==================== intersection_ctrl_flat
==> config.mk <==
export PLATFORM = sky130hd
export DESIGN_NAME = intersection_ctrl_flat
export DESIGN_NICKNAME = d
export VERILOG_FILES = /design/src/rtl/intersection_ctrl_if.sv /design/src/rtl/intersection_ctrl.sv /design/src/flat_wrapper.sv
export SDC_FILE = /design/constraint.sdc
export NUM_CORES = 1
export LEC_CHECK = 0
export ABC_AREA = 1
export CORE_ASPECT_RATIO = 0.75
export CORE_MARGIN = 1
export CORE_UTILIZATION = 45
export CTS_CLUSTER_DIAMETER = 30
export DETAILED_ROUTE_END_ITERATION = 7
export PLACE_DENSITY = 0.76
export SLEW_MARGIN = 15
export SYNTH_ARGS = -nofsm -noshare
export SYNTH_HDL_FRONTEND = slang
export SYNTH_SLANG_ARGS = --single-unit
==> constraint.sdc <==
create_clock -name clk -period 2.3 [get_ports clk]
set_input_delay 0.46 -clock clk [delete_from_list [all_inputs] [get_ports clk]]
set_output_delay 0.46 -clock clk [all_outputs]
set_load 0.05 [all_outputs]
==> src/rtl/intersection_ctrl_if.sv <==
// Control inputs and lamp outputs of the two-approach intersection sequencer.
// The sequencer takes the slave side; whoever drives requests and watches the lamps takes the master side.
interface intersection_ctrl_if #(parameter int W = 4);
  logic         Set;
  logic         Stop;
  logic         Emg;
  logic         PedNS;
  logic         PedEW;
  logic [W-1:0] Gin;
  logic [W-1:0] Yin;
  logic [W-1:0] Cin;
  logic         NSG;
  logic         NSY;
  logic         NSR;
  logic         EWG;
  logic         EWY;
  logic         EWR;
  logic         WalkNS;
  logic         WalkEW;
  logic [2:0]   Phase;

  modport master (
    output Set, Stop, Emg, PedNS, PedEW, Gin, Yin, Cin,
    input  NSG, NSY, NSR, EWG, EWY, EWR, WalkNS, WalkEW, Phase
  );

  modport slave (
    input  Set, Stop, Emg, PedNS, PedEW, Gin, Yin, Cin,
    output NSG, NSY, NSR, EWG, EWY, EWR, WalkNS, WalkEW, Phase
  );
endinterface

==> src/rtl/intersection_ctrl.sv <==
// Two-approach intersection sequencer with all-red clearance between approaches,
// latched pedestrian walks, emergency preemption and reprogrammable phase durations.
module intersection_ctrl #(
  parameter int           W     = 4,
  parameter logic [W-1:0] DEF_G = 4'd8,
  parameter logic [W-1:0] DEF_Y = 4'd3,
  parameter logic [W-1:0] DEF_C = 4'd2
) (
  input logic                clk,
  input logic                reset,
  intersection_ctrl_if.slave bus
);

  typedef enum logic [2:0] {
    CLR_A   = 3'd0,
    NS_G    = 3'd1,
    NS_Y    = 3'd2,
    CLR_B   = 3'd3,
    EW_G    = 3'd4,
    EW_Y    = 3'd5,
    EMG     = 3'd6,
    ILLEGAL = 3'd7
  } state_t;

  state_t       state, state_n;
  logic [W-1:0] cnt, cnt_n;
  logic [W-1:0] gd, gd_n, yd, yd_n, cd, cd_n;
  logic         req_ns, req_ns_n, req_ew, req_ew_n;
  logic         walk_ns, walk_ns_n, walk_ew, walk_ew_n;
  logic [W-1:0] dur, last;
  state_t       succ;

  always_ff @(posedge clk or negedge reset) begin
    if (!reset) begin
      state   <= CLR_A;
      cnt     <= '0;
      gd      <= DEF_G;
      yd      <= DEF_Y;
      cd      <= DEF_C;
      req_ns  <= 1'b0;
      req_ew  <= 1'b0;
      walk_ns <= 1'b0;
      walk_ew <= 1'b0;
    end else begin
      state   <= state_n;
      cnt     <= cnt_n;
      gd      <= gd_n;
      yd      <= yd_n;
      cd      <= cd_n;
      req_ns  <= req_ns_n;
      req_ew  <= req_ew_n;
      walk_ns <= walk_ns_n;
      walk_ew <= walk_ew_n;
    end
  end

  // A programmed duration of zero behaves as one cycle, so the exit count is clamped at 0.
  always_comb begin
    case (state)
      NS_G, EW_G: dur = gd;
      NS_Y, EW_Y: dur = yd;
      default:    dur = cd;
    endcase
    last = (dur == '0) ? '0 : dur - W'(1);
  end

  always_comb begin
    case (state)
      CLR_A:   succ = NS_G;
      NS_G:    succ = NS_Y;
      NS_Y:    succ = CLR_B;
      CLR_B:   succ = EW_G;
      EW_G:    succ = EW_Y;
      EW_Y:    succ = CLR_A;
      default: succ = CLR_A;
    endcase
  end

  always_comb begin
    state_n   = state;
    cnt_n     = cnt;
    gd_n      = gd;
    yd_n      = yd;
    cd_n      = cd;
    req_ns_n  = req_ns | bus.PedNS;
    req_ew_n  = req_ew | bus.PedEW;
    walk_ns_n = walk_ns;
    walk_ew_n = walk_ew;

    if (bus.Set) begin
      gd_n     = bus.Gin;
      yd_n     = bus.Yin;
      cd_n     = bus.Cin;
      state_n  = CLR_A;
      cnt_n    = '0;
      req_ns_n = 1'b0;
      req_ew_n = 1'b0;
    end else if (bus.Emg) begin
      state_n = EMG;
      cnt_n   = '0;
    end else if (state == EMG || state == ILLEGAL) begin
      state_n = CLR_A;
      cnt_n   = '0;
    end else if (bus.Stop) begin
      state_n = state;
      cnt_n   = cnt;
    end else if (cnt == last) begin
      state_n = succ;
      cnt_n   = '0;
    end else begin
      cnt_n = cnt + W'(1);
    end

    // The latch is consumed on green entry; a request arriving on that same edge waits for the next green.
    if (state_n == NS_G && state != NS_G) begin
      walk_ns_n = req_ns;
      req_ns_n  = bus.PedNS;
    end else if (state_n != NS_G) begin
      walk_ns_n = 1'b0;
    end

    if (state_n == EW_G && state != EW_G) begin
      walk_ew_n = req_ew;
      req_ew_n  = bus.PedEW;
    end else if (state_n != EW_G) begin
      walk_ew_n = 1'b0;
    end
  end

  // Lamps decode straight from the state register; every non-green, non-yellow state is all red.
  always_comb begin
    bus.NSG    = (state == NS_G);
    bus.NSY    = (state == NS_Y);
    bus.NSR    = !(state == NS_G || state == NS_Y);
    bus.EWG    = (state == EW_G);
    bus.EWY    = (state == EW_Y);
    bus.EWR    = !(state == EW_G || state == EW_Y);
    bus.WalkNS = walk_ns;
    bus.WalkEW = walk_ew;
    bus.Phase  = state;
  end

endmodule
==> src/flat_wrapper.sv <==
// flat-port wrapper written by rule: the top's interface ports become plain ports
module intersection_ctrl_flat 
#(
  parameter int           W     = 4,
  parameter logic [W-1:0] DEF_G = 4'd8,
  parameter logic [W-1:0] DEF_Y = 4'd3,
  parameter logic [W-1:0] DEF_C = 4'd2
)
  (clk, reset, bus_Set, bus_Stop, bus_Emg, bus_PedNS, bus_PedEW, bus_Gin, bus_Yin, bus_Cin, bus_NSG, bus_NSY, bus_NSR, bus_EWG, bus_EWY, bus_EWR, bus_WalkNS, bus_WalkEW, bus_Phase);
  intersection_ctrl_if #(.W(W)) bus_i ();
  input logic clk;
  input logic reset;
  input wire logic [$bits(bus_i.Set)-1:0] bus_Set;
  input wire logic [$bits(bus_i.Stop)-1:0] bus_Stop;
  input wire logic [$bits(bus_i.Emg)-1:0] bus_Emg;
  input wire logic [$bits(bus_i.PedNS)-1:0] bus_PedNS;
  input wire logic [$bits(bus_i.PedEW)-1:0] bus_PedEW;
  input wire logic [$bits(bus_i.Gin)-1:0] bus_Gin;
  input wire logic [$bits(bus_i.Yin)-1:0] bus_Yin;
  input wire logic [$bits(bus_i.Cin)-1:0] bus_Cin;
  output wire logic [$bits(bus_i.NSG)-1:0] bus_NSG;
  output wire logic [$bits(bus_i.NSY)-1:0] bus_NSY;
  output wire logic [$bits(bus_i.NSR)-1:0] bus_NSR;
  output wire logic [$bits(bus_i.EWG)-1:0] bus_EWG;
  output wire logic [$bits(bus_i.EWY)-1:0] bus_EWY;
  output wire logic [$bits(bus_i.EWR)-1:0] bus_EWR;
  output wire logic [$bits(bus_i.WalkNS)-1:0] bus_WalkNS;
  output wire logic [$bits(bus_i.WalkEW)-1:0] bus_WalkEW;
  output wire logic [$bits(bus_i.Phase)-1:0] bus_Phase;
  assign bus_i.Set = bus_Set;
  assign bus_i.Stop = bus_Stop;
  assign bus_i.Emg = bus_Emg;
  assign bus_i.PedNS = bus_PedNS;
  assign bus_i.PedEW = bus_PedEW;
  assign bus_i.Gin = bus_Gin;
  assign bus_i.Yin = bus_Yin;
  assign bus_i.Cin = bus_Cin;
  assign bus_NSG = bus_i.NSG;
  assign bus_NSY = bus_i.NSY;
  assign bus_NSR = bus_i.NSR;
  assign bus_EWG = bus_i.EWG;
  assign bus_EWY = bus_i.EWY;
  assign bus_EWR = bus_i.EWR;
  assign bus_WalkNS = bus_i.WalkNS;
  assign bus_WalkEW = bus_i.WalkEW;
  assign bus_Phase = bus_i.Phase;
  intersection_ctrl #(.W(W), .DEF_G(DEF_G), .DEF_Y(DEF_Y), .DEF_C(DEF_C)) u_core (.clk(clk), .reset(reset), .bus(bus_i));
endmodule
==================== frame_loader
### config.mk
export PLATFORM = sky130hd
export DESIGN_NAME = frame_loader
export DESIGN_NICKNAME = d
export VERILOG_FILES = /design/src/rtl/frame_loader.sv
export SDC_FILE = /design/constraint.sdc
export NUM_CORES = 1
export LEC_CHECK = 0
export CAP_MARGIN = 20
export CORE_ASPECT_RATIO = 0.7
export CORE_MARGIN = 2
export CORE_UTILIZATION = 30
export CTS_CLUSTER_SIZE = 25
export DETAILED_ROUTE_END_ITERATION = 6
export HOLD_SLACK_MARGIN = 0.08
export SLEW_MARGIN = 20
export SYNTH_ARGS = -nofsm -noshare
export SYNTH_HDL_FRONTEND = slang
export SYNTH_SLANG_ARGS = --single-unit
### constraint.sdc
create_clock -name clk -period 1.45 [get_ports clk]
set_input_delay 0.29 -clock clk [delete_from_list [all_inputs] [get_ports clk]]
set_output_delay 0.29 -clock clk [all_outputs]
set_load 0.05 [all_outputs]
### src/rtl/frame_loader.sv
// frame_loader: framebuffer writer for the HUB75 scanner.
// Takes the UART byte stream, waits for a sync byte, then assembles
// R,G,B byte triples into pixel words and writes them into the upper-half
// bank (wr_en1, scanner data1) or lower-half bank (wr_en2, scanner data2).
//
// Ports:
//   clk, reset        clock, synchronous active-high reset
//   rx_data/rx_valid  received byte and its single-cycle strobe
//   wr_addr           bank write address (same encoding as the scanner)
//   wr_data           pixel {B,G,R}, bitdepth bits per channel
//   wr_en1/wr_en2     one-cycle write strobes, upper/lower bank
//   frame_done        one-cycle pulse with the write of the last pixel
//   frame_err         one-cycle pulse when a frame aborts on timeout
module frame_loader #(
  parameter int         length    = 5,
  parameter int         bitdepth  = 8,
  parameter int         scan_bit  = 3,
  parameter int         timeout   = 1000,
  parameter logic [7:0] sync_byte = 8'hA5
) (
  input  logic                                      clk,
  input  logic                                      reset,
  input  logic [7:0]                                rx_data,
  input  logic                                      rx_valid,
  output logic [$clog2(length*(1<<scan_bit))-1:0]   wr_addr,
  output logic [3*bitdepth-1:0]                     wr_data,
  output logic                                      wr_en1,
  output logic                                      wr_en2,
  output logic                                      frame_done,
  output logic                                      frame_err
);

  localparam int HALF = length * (1 << scan_bit);
  localparam int NPIX = 2 * HALF;
  localparam int AW   = $clog2(HALF);
  localparam int PW   = $clog2(NPIX);
  localparam int CW   = $clog2(timeout + 1);

  localparam logic [PW-1:0] PIX_LAST = PW'(NPIX - 1);
  localparam logic [PW-1:0] PIX_HALF = PW'(HALF);
  localparam logic [CW-1:0] CNT_LAST = CW'(timeout - 1);

  typedef enum logic [1:0] {
    S_IDLE,
    S_RED,
    S_GREEN,
    S_BLUE
  } state_t;

  state_t                  state_q, state_d;
  logic [PW-1:0]           pix_q, pix_d;
  logic [CW-1:0]           cnt_q, cnt_d;
  logic [bitdepth-1:0]     r_q, r_d;
  logic [bitdepth-1:0]     g_q, g_d;
  logic [AW-1:0]           addr_q, addr_d;
  logic [3*bitdepth-1:0]   data_q, data_d;
  logic                    en1_q, en1_d;
  logic                    en2_q, en2_d;
  logic                    done_q, done_d;
  logic                    err_q, err_d;
  logic [bitdepth-1:0]     chan;

  // Reduced-depth channels keep the MSBs of the received byte.
  assign chan = rx_data[7 -: bitdepth];

  always_comb begin
    state_d = state_q;
    pix_d   = pix_q;
    cnt_d   = cnt_q;
    r_d     = r_q;
    g_d     = g_q;
    addr_d  = addr_q;
    data_d  = data_q;
    en1_d   = 1'b0;
    en2_d   = 1'b0;
    done_d  = 1'b0;
    err_d   = 1'b0;

    if (state_q == S_IDLE) begin
      cnt_d = '0;
      if (rx_valid && (rx_data == sync_byte)) begin
        pix_d   = '0;
        state_d = S_RED;
      end
    end else if (rx_valid) begin
      // A byte on the expiry cycle still counts: rx_valid is tested first.
      cnt_d = '0;
      case (state_q)
        S_RED: begin
          r_d     = chan;
          state_d = S_GREEN;
        end
        S_GREEN: begin
          g_d     = chan;
          state_d = S_BLUE;
        end
        default: begin
          data_d = {chan, g_q, r_q};
          if (pix_q < PIX_HALF) begin
            en1_d  = 1'b1;
            addr_d = AW'(pix_q);
          end else begin
            en2_d  = 1'b1;
            addr_d = AW'(pix_q - PIX_HALF);
          end
          if (pix_q == PIX_LAST) begin
            done_d  = 1'b1;
            state_d = S_IDLE;
          end else begin
            pix_d   = pix_q + 1'b1;
            state_d = S_RED;
          end
        end
      endcase
    end else if (cnt_q == CNT_LAST) begin
      // This idle cycle is the timeout-th one since the last byte.
      cnt_d   = '0;
      err_d   = 1'b1;
      state_d = S_IDLE;
    end else begin
      cnt_d = cnt_q + 1'b1;
    end
  end

  always_ff @(posedge clk) begin
    if (reset) begin
      state_q <= S_IDLE;
      pix_q   <= '0;
      cnt_q   <= '0;
      r_q     <= '0;
      g_q     <= '0;
      addr_q  <= '0;
      data_q  <= '0;
      en1_q   <= 1'b0;
      en2_q   <= 1'b0;
      done_q  <= 1'b0;
      err_q   <= 1'b0;
    end else begin
      state_q <= state_d;
      pix_q   <= pix_d;
      cnt_q   <= cnt_d;
      r_q     <= r_d;
      g_q     <= g_d;
      addr_q  <= addr_d;
      data_q  <= data_d;
      en1_q   <= en1_d;
      en2_q   <= en2_d;
      done_q  <= done_d;
      err_q   <= err_d;
    end
  end

  assign wr_addr    = addr_q;
  assign wr_data    = data_q;
  assign wr_en1     = en1_q;
  assign wr_en2     = en2_q;
  assign frame_done = done_q;
  assign frame_err  = err_q;

endmodule
==================== mc_control_alu
==> src/rtl/mc_control_alu.sv <==
`default_nettype none
// ============================================================================
// Module   : mc_control_alu
// Brief    : Multi-cycle MIPS control FSM, control decoder and 32-bit ALU.
// Revision : 1.0 - initial release
// ============================================================================
module mc_control_alu (
    input  logic        CLK,
    input  logic        RST,
    input  logic [5:0]  OpCode,
    input  logic [5:0]  Funct,
    input  logic [31:0] A,
    input  logic [31:0] B,
    output logic [2:0]  CurState,
    output logic [2:0]  NextState,
    output logic [31:0] Y,
    output logic        Zero,
    output logic        PCWre,
    output logic        IRWre,
    output logic        InsMemRW,
    output logic        RegWre,
    output logic        mRD,
    output logic        mWR,
    output logic        ALUSrcA,
    output logic        ALUSrcB,
    output logic        DBDataSrc,
    output logic        WrRegDSrc,
    output logic        ExtSel,
    output logic [1:0]  RegDst,
    output logic [1:0]  PCSrc,
    output logic [2:0]  ALUOp
);

    typedef enum logic [2:0] {
        S_IF   = 3'b000,
        S_ID   = 3'b001,
        S_SEXE = 3'b010,
        S_MEM  = 3'b011,
        S_CWB  = 3'b100,
        S_BEXE = 3'b101,
        S_AEXE = 3'b110,
        S_AWB  = 3'b111
    } state_t;

    state_t r_state;
    state_t w_next;

    logic w_rtype;
    logic w_add, w_sub, w_and, w_or, w_slt, w_sll, w_jr;
    logic w_addiu, w_slti, w_andi, w_ori, w_xori;
    logic w_lw, w_sw, w_beq, w_bne, w_j, w_jal, w_halt;
    logic w_r_alu, w_i_alu, w_legal, w_illegal, w_pc_only;

    assign w_rtype = (OpCode == 6'b000000);
    assign w_add   = w_rtype && (Funct == 6'b100000);
    assign w_sub   = w_rtype && (Funct == 6'b100010);
    assign w_and   = w_rtype && (Funct == 6'b100100);
    assign w_or    = w_rtype && (Funct == 6'b100101);
    assign w_slt   = w_rtype && (Funct == 6'b101010);
    assign w_sll   = w_rtype && (Funct == 6'b000000);
    assign w_jr    = w_rtype && (Funct == 6'b001000);
    assign w_addiu = (OpCode == 6'b001001);
    assign w_slti  = (OpCode == 6'b001010);
    assign w_andi  = (OpCode == 6'b001100);
    assign w_ori   = (OpCode == 6'b001101);
    assign w_xori  = (OpCode == 6'b001110);
    assign w_lw    = (OpCode == 6'b100011);
    assign w_sw    = (OpCode == 6'b101011);
    assign w_beq   = (OpCode == 6'b000100);
    assign w_bne   = (OpCode == 6'b000101);
    assign w_j     = (OpCode == 6'b000010);
    assign w_jal   = (OpCode == 6'b000011);
    assign w_halt  = (OpCode == 6'b111111);

    assign w_r_alu   = w_add | w_sub | w_and | w_or | w_slt | w_sll;
    assign w_i_alu   = w_addiu | w_slti | w_andi | w_ori | w_xori;
    assign w_legal   = w_r_alu | w_jr | w_i_alu | w_lw | w_sw | w_beq | w_bne
                     | w_j | w_jal | w_halt;
    assign w_illegal = ~w_legal;
    // Instructions that finish in ID: only the PC changes (illegal acts as NOP)
    assign w_pc_only = w_j | w_jal | w_jr | w_illegal;

    always_ff @(posedge CLK or negedge RST) begin
        if (!RST) begin
            r_state <= S_IF;
        end else begin
            r_state <= w_next;
        end
    end

    always_comb begin
        w_next = S_IF;
        case (r_state)
            S_IF:   w_next = w_halt ? S_IF : S_ID;
            S_ID: begin
                if (w_pc_only || w_halt)  w_next = S_IF;
                else if (w_beq || w_bne)  w_next = S_BEXE;
                else if (w_lw || w_sw)    w_next = S_SEXE;
                else                      w_next = S_AEXE;
            end
            S_SEXE: w_next = S_MEM;
            S_MEM:  w_next = w_lw ? S_CWB : S_IF;
            S_AEXE: w_next = S_AWB;
            S_AWB:  w_next = S_IF;
            S_BEXE: w_next = S_IF;
            S_CWB:  w_next = S_IF;
            default: w_next = S_IF;
        endcase
    end

    assign CurState  = r_state;
    assign NextState = w_next;
    assign InsMemRW  = 1'b1;

    always_comb begin
        IRWre  = (r_state == S_IF);
        PCWre  = ((r_state == S_ID)  && w_pc_only)
               || (r_state == S_BEXE)
               || (r_state == S_AWB)
               || ((r_state == S_MEM) && w_sw)
               || (r_state == S_CWB);
        RegWre = (r_state == S_AWB) || (r_state == S_CWB)
               || ((r_state == S_ID) && w_jal);
        mRD    = (r_state == S_MEM) && w_lw;
        mWR    = (r_state == S_MEM) && w_sw;
    end

    always_comb begin
        ALUOp = 3'b000;
        if (w_sub || w_beq || w_bne)  ALUOp = 3'b001;
        else if (w_sll)               ALUOp = 3'b010;
        else if (w_or || w_ori)       ALUOp = 3'b011;
        else if (w_and || w_andi)     ALUOp = 3'b100;
        else if (w_slt || w_slti)     ALUOp = 3'b101;
        else if (w_xori)              ALUOp = 3'b110;

        ALUSrcA   = w_sll;
        ALUSrcB   = w_i_alu | w_lw | w_sw;
        ExtSel    = w_addiu | w_slti | w_lw | w_sw | w_beq | w_bne;
        DBDataSrc = w_lw;
        WrRegDSrc = ~w_jal;

        RegDst = 2'b00;
        if (w_i_alu || w_lw)          RegDst = 2'b01;
        else if (w_r_alu || w_jr)     RegDst = 2'b10;

        PCSrc = 2'b00;
        if (w_j || w_jal)                       PCSrc = 2'b11;
        else if (w_jr)                          PCSrc = 2'b10;
        else if ((w_beq && Zero) || (w_bne && !Zero)) PCSrc = 2'b01;
    end

    always_comb begin
        Y = 32'd0;
        case (ALUOp)
            3'b000: Y = A + B;
            3'b001: Y = A - B;
            3'b010: Y = B << A[4:0];
            3'b011: Y = A | B;
            3'b100: Y = A & B;
            3'b101: Y = ($signed(A) < $signed(B)) ? 32'd1 : 32'd0;
            3'b110: Y = A ^ B;
            3'b111: Y = (A < B) ? 32'd1 : 32'd0;
            default: Y = 32'd0;
        endcase
    end

    assign Zero = (Y == 32'd0);

endmodule
`default_nettype wire

==> config.mk <==
export PLATFORM = sky130hd
export DESIGN_NAME = mc_control_alu
export DESIGN_NICKNAME = d
export VERILOG_FILES = /design/src/rtl/mc_control_alu.sv
export SDC_FILE = /design/constraint.sdc
export NUM_CORES = 1
export LEC_CHECK = 0
export CAP_MARGIN = 20
export CORE_MARGIN = 3
export CORE_UTILIZATION = 50
export CTS_CLUSTER_DIAMETER = 60
export DETAILED_ROUTE_END_ITERATION = 8
export PLACE_DENSITY = 0.76
export SYNTH_ARGS = -nofsm -noshare
export SYNTH_HDL_FRONTEND = slang
export SYNTH_SLANG_ARGS = --single-unit
==> constraint.sdc <==
create_clock -name CLK -period 7.3 [get_ports CLK]
set_input_delay 1.095 -clock CLK [delete_from_list [all_inputs] [get_ports CLK]]
set_output_delay 1.095 -clock CLK [all_outputs]
set_load 0.005 [all_outputs]
==================== serial_subtractor
===== src/rtl/serial_subtractor_pkg.sv =====
// +----------------------------------------------------------------------+
// | serial_subtractor_pkg                                                |
// | Shared types and constants for the bit-serial subtractor.            |
// | Revision: 1.0                                                        |
// +----------------------------------------------------------------------+
`default_nettype none

package serial_subtractor_pkg;

  localparam int c_default_width = 4;

  typedef enum logic [0:0] {
    IDLE = 1'b0,
    RUN  = 1'b1
  } state_t;

  // The borrow sits directly above the difference bits in d.
  function automatic int borrow_bit(input int width);
    return width;
  endfunction

endpackage

`default_nettype wire


===== src/rtl/serial_subtractor_full_subtractor.sv =====
// +----------------------------------------------------------------------+
// | full_subtractor                                                      |
// | One-bit combinational subtract stage: x - y - bin.                   |
// | Revision: 1.0                                                        |
// +----------------------------------------------------------------------+
`default_nettype none

module full_subtractor (
  input  logic x,
  input  logic y,
  input  logic bin,
  output logic diff,
  output logic bout
);

  assign diff = x ^ y ^ bin;
  assign bout = (~x & y) | (~(x ^ y) & bin);

endmodule

`default_nettype wire


===== src/rtl/serial_subtractor.sv =====
// +----------------------------------------------------------------------+
// | serial_subtractor                                                    |
// | LSB-first bit-serial d = a - b with start/busy/done handshake.       |
// | Revision: 1.0                                                        |
// +----------------------------------------------------------------------+
`default_nettype none

module serial_subtractor
  import serial_subtractor_pkg::*;
#(
  parameter int WIDTH = c_default_width,
  parameter int CNT_W = $clog2(WIDTH)
) (
  input  logic             clk,
  input  logic             rst,
  input  logic             start,
  input  logic [WIDTH-1:0] a,
  input  logic [WIDTH-1:0] b,
  output logic             busy,
  output logic             done,
  output logic [WIDTH:0]   d
);

  localparam int c_borrow_pos = borrow_bit(WIDTH);

  state_t             r_state;
  state_t             w_state_next;
  logic               w_accept;
  logic               w_last;

  logic [WIDTH-1:0]   r_a_sh;
  logic [WIDTH-1:0]   r_b_sh;
  logic [WIDTH-1:0]   r_diff;
  logic [CNT_W-1:0]   r_cnt;
  logic               r_borrow;
  logic               r_done;
  logic [WIDTH:0]     r_d;

  logic               w_bit;
  logic               w_borrow_next;
  logic [WIDTH-1:0]   w_diff_next;

  full_subtractor u_fs (
    .x    (r_a_sh[0]),
    .y    (r_b_sh[0]),
    .bin  (r_borrow),
    .diff (w_bit),
    .bout (w_borrow_next)
  );

  assign w_diff_next = {w_bit, r_diff[WIDTH-1:1]};

  always_ff @(posedge clk) begin
    if (rst) begin
      r_state <= IDLE;
    end else begin
      r_state <= w_state_next;
    end
  end

  always_comb begin
    w_state_next = r_state;
    w_accept     = 1'b0;
    w_last       = 1'b0;
    case (r_state)
      IDLE: begin
        if (start) begin
          w_accept     = 1'b1;
          w_state_next = RUN;
        end
      end
      RUN: begin
        if (r_cnt == CNT_W'(WIDTH - 1)) begin
          w_last       = 1'b1;
          w_state_next = IDLE;
        end
      end
      default: w_state_next = IDLE;
    endcase
  end

  always_ff @(posedge clk) begin
    if (rst) begin
      r_a_sh   <= '0;
      r_b_sh   <= '0;
      r_diff   <= '0;
      r_cnt    <= '0;
      r_borrow <= 1'b0;
      r_done   <= 1'b0;
      r_d      <= '0;
    end else begin
      r_done <= w_last;
      if (w_accept) begin
        r_a_sh   <= a;
        r_b_sh   <= b;
        r_borrow <= 1'b0;
        r_cnt    <= '0;
      end else if (r_state == RUN) begin
        r_a_sh   <= {1'b0, r_a_sh[WIDTH-1:1]};
        r_b_sh   <= {1'b0, r_b_sh[WIDTH-1:1]};
        r_diff   <= w_diff_next;
        r_borrow <= w_borrow_next;
        r_cnt    <= r_cnt + CNT_W'(1);
      end
      // The final bit never lands in r_diff first; d takes it straight from the stage.
      if (w_last) begin
        r_d[c_borrow_pos]  <= w_borrow_next;
        r_d[WIDTH-1:0]     <= w_diff_next;
      end
    end
  end

  assign busy = (r_state == RUN);
  assign done = r_done;
  assign d    = r_d;

endmodule

`default_nettype wire


===== config.mk =====
export PLATFORM = sky130hd
export DESIGN_NAME = serial_subtractor
export DESIGN_NICKNAME = d
export VERILOG_FILES = /design/src/rtl/serial_subtractor_pkg.sv /design/src/rtl/serial_subtractor_full_subtractor.sv /design/src/rtl/serial_subtractor.sv
export SDC_FILE = /design/constraint.sdc
export NUM_CORES = 1
export LEC_CHECK = 0
export CAP_MARGIN = 0
export CORE_MARGIN = 2
export CORE_UTILIZATION = 57
export CTS_BUF_LIST = sky130_fd_sc_hd__clkbuf_4 sky130_fd_sc_hd__clkbuf_8
export DETAILED_ROUTE_END_ITERATION = 8
export DONT_BUFFER_PORTS = 1
export MAX_ROUTING_LAYER = met4
export PLACE_DENSITY = 0.83
export SLEW_MARGIN = 10
export SYNTH_ARGS = -nofsm -noshare
export SYNTH_HDL_FRONTEND = slang
export SYNTH_SLANG_ARGS = --single-unit

===== constraint.sdc =====
create_clock -name clk -period 1.1 [get_ports clk]
set_input_delay 0.11 -clock clk [delete_from_list [all_inputs] [get_ports clk]]
set_output_delay 0.11 -clock clk [all_outputs]
set_load 0.01 [all_outputs]


==> layout pictures side by side <==
Where the registers sit.
Plate I
(3 px per um)
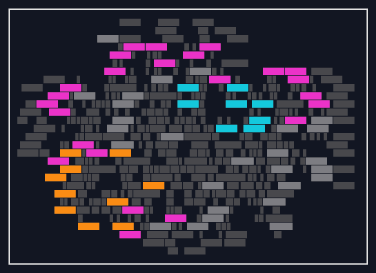
Plate II
(8 px per um)
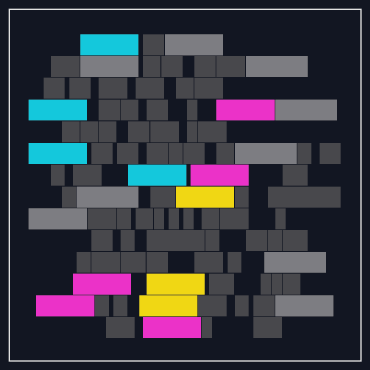
Plate III
(6 px per um)
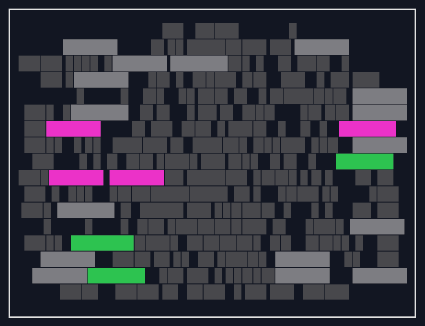
intersection_ctrl_flat is Plate III.
frame_loader is Plate I.
serial_subtractor is Plate II.

Key to Plate III:
- magenta: u_core.cd (flops 4)
- green: u_core.bus.Phase (flops 3)

==> intersection_ctrl_flat/m3.png <==
(4 px per um) Cells faint in the background.
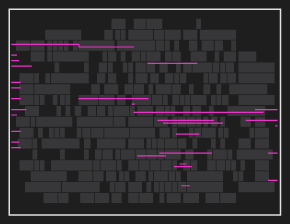
- main direction: horizontal
- share of all routed wire: 5.2%
- longest straight run: 32.2 um
Post-Route WL: 3760 um
vias: 1,488
grt met3 use: 5.36%

==> qor.txt, intersection_ctrl_flat <==
core area = 3000 um2
Pleak = 1.07 nW
buffer-and-inverter tally for the worst setup path = 2
failing checks = setup timing
routed len/inst = 12.9 um
Max VDD drop = 0.000348 V
grt met2 use = 38.0%
Worst R2R Start = u_core.bus.Phase[0]
Critical Path Source Type = register
count leader, synth = nand2_1
PnR worst setup slack = -0.130 ns
status = finished with violations
CLK BUF = 3
final setup violation count = 4
Worst Path Max Fanout = 7
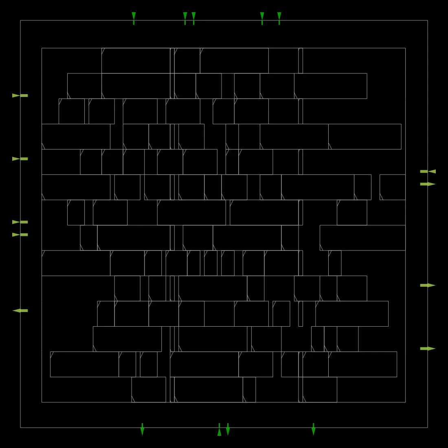
(serial_subtractor/placed.png)
TAP cells: 16
final core utilization: 65.8%
Fill cells: 124

==> qor.txt, serial_subtractor <==
status = finished with violations
failing checks = hold timing, setup timing
combinational fraction of the cell area = 44.8%
GRT Util Overall = 20.8%
core area = 1490 um2
Worst EP required = 1.35 ns
Worst path top cell family by delay = adder cells
Yosys Instances = 89
Syn Area/Cell = 10.1 um2
num sequential = 21
count leader, synth = dfxtp_1
PnR worst setup slack = -0.111 ns
final period utilization = 110%
hold_ws = -0.151 ns
Clock Tree Root = clkbuf_4
clock slew at reported path FFs = 0.11 ns
Logic cell area = 439 um2
largest net degree at the start of global routing = 22
max cap viols = 0
# rows = 14
Final Hold Violating Endpoints = 21
flop share of the area = 43.6%
crit path capture = d[3]
IO buf count = 0
Critical-path top delay cell = fa_1
Worst Path Max Fanout = 2
DR DRC count = 0
final setup violation count = 4
reg2reg setup slack = -0.11 ns
Top FF cell, synth = dfxtp_1
crit-path cells = inv_2 -> fa_1 -> nand3_1 -> a21oi_2
biggest area consumer among cell classes = logic gates
==> mc_control_alu/class_map.png <==
(4 px per um)
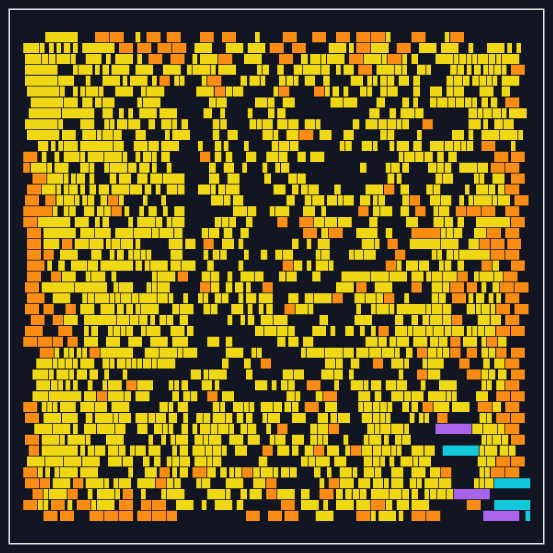
- purple: sequential cells (cells 3)
- cyan: clock drivers and dummy loads (cells 4)
- yellow: remaining logic cells (cells 1,118)
- orange: remaining buffers and delay cells (cells 213)
design area: 10,000 um2
# rows: 45
final core utilization: 64.6%
flop share of the area: 0.748%

==> qor.txt, mc_control_alu <==
Critical Path Source Type = input port
max reg flops = 3
Post-Route Setup TNS = 0 ns
biggest area consumer among cell classes = logic gates
post-DP HPWL = 31,900 um
number of buffers created by CTS = 3
final slew viol count = 0
Pleak = 4.29 nW
Adder Area Share = 15.3%
critical path arrival = 6.11 ns
Syn Area/Cell = 6.70 um2
clk sinks = 3
combinational fraction of the cell area = 72.5%
status = finished, final reports clean
Worst-Margin Slew = 1.18 ns
Final Hold Violating Endpoints = 0
Sw Pwr = 537 uW
buffer-and-inverter tally for the worst setup path = 4
CTS tree = built
vias per cell = 6.99
Yosys Instances = 1,209
HP Start = CurState[0]
Clock Tree Buf Depth = 2
final setup violation count = 0
pre-CTS setup slack = 0.234 ns
Signal buffers = 213
==> frame_loader/m3.png <==
(2 px per um) Cells faint in the background.
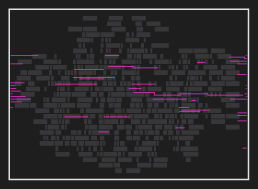
- longest straight run: 20.7 um
- share of all routed wire: 5.1%
- nets with wire on the layer: 38
grt met3 use: 4.82%
Post-Route WL: 7250 um
vias: 2,611

==> qor.txt, frame_loader <==
total power = 3.92 mW
grt met2 use = 23.3%
Critical path origin = rx_data[7]
fmax = 687 MHz
design area = 4450 um2
Reg2Reg Capture Point = pix_q[5]
Commonest Layout Cell = nand2_1
IO buf count = 44
Clock Tree Buf Depth = 2
CLK BUF = 11
Worst EP required = 1.71 ns
largest area contributor in the netlist = dfxtp_1
Top FF cell, synth = dfxtp_1
biggest area consumer among cell classes = logic gates
CTS H-tree depth = 3
Synth flops = 69
type of the tightest min-delay check = input port to register
number of setup buffers added after CTS = 1
XOR/XNOR Fraction of Synth Area = 2.53%
final setup violation count = 3
final std cells w/o fill = 555
Net Sw Frac = 21.2%
TAP cells = 124
and+or+nand+nor area frac = 25.4%
PnR worst setup slack = -0.00469 ns
commonest cells in the netlist = nand2_1 (84), dfxtp_1 (69), a21oi_1 (53), nand3_1 (23), nor2_1 (21)
placer congestion estimate = 0.850
max reg flops = 24
status = finished with violations
WL met2 = 3250 um
failing checks = setup timing
post-DP HPWL = 5250 um
Multi-In Gates = 244
First-pass DRT Iterations = 4
Fill cells = 863
RSZ-0062 raised after global routing = true
Pleak = 1.57 nW
antenna viol nets, final = 0
Post-Route Setup TNS = -0.0109 ns
CTS tree = built


==> layout pictures side by side <==
Cell outlines without signal wires.
(a)
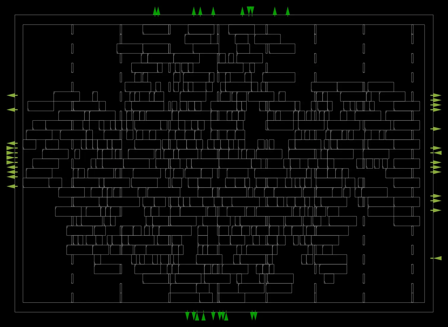
(b)
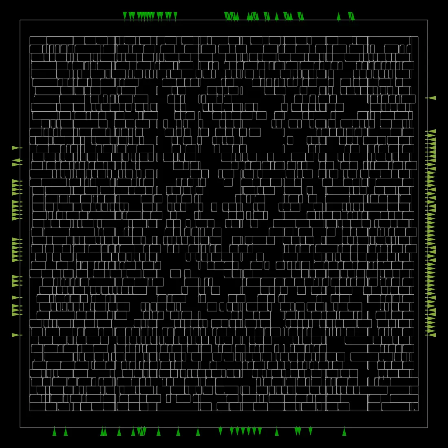
(c)
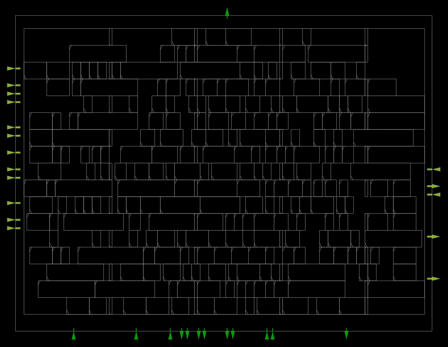
- (a) = frame_loader
- (c) = intersection_ctrl_flat
- (b) = mc_control_alu

Power is estimated from default activity; no workload was simulated.
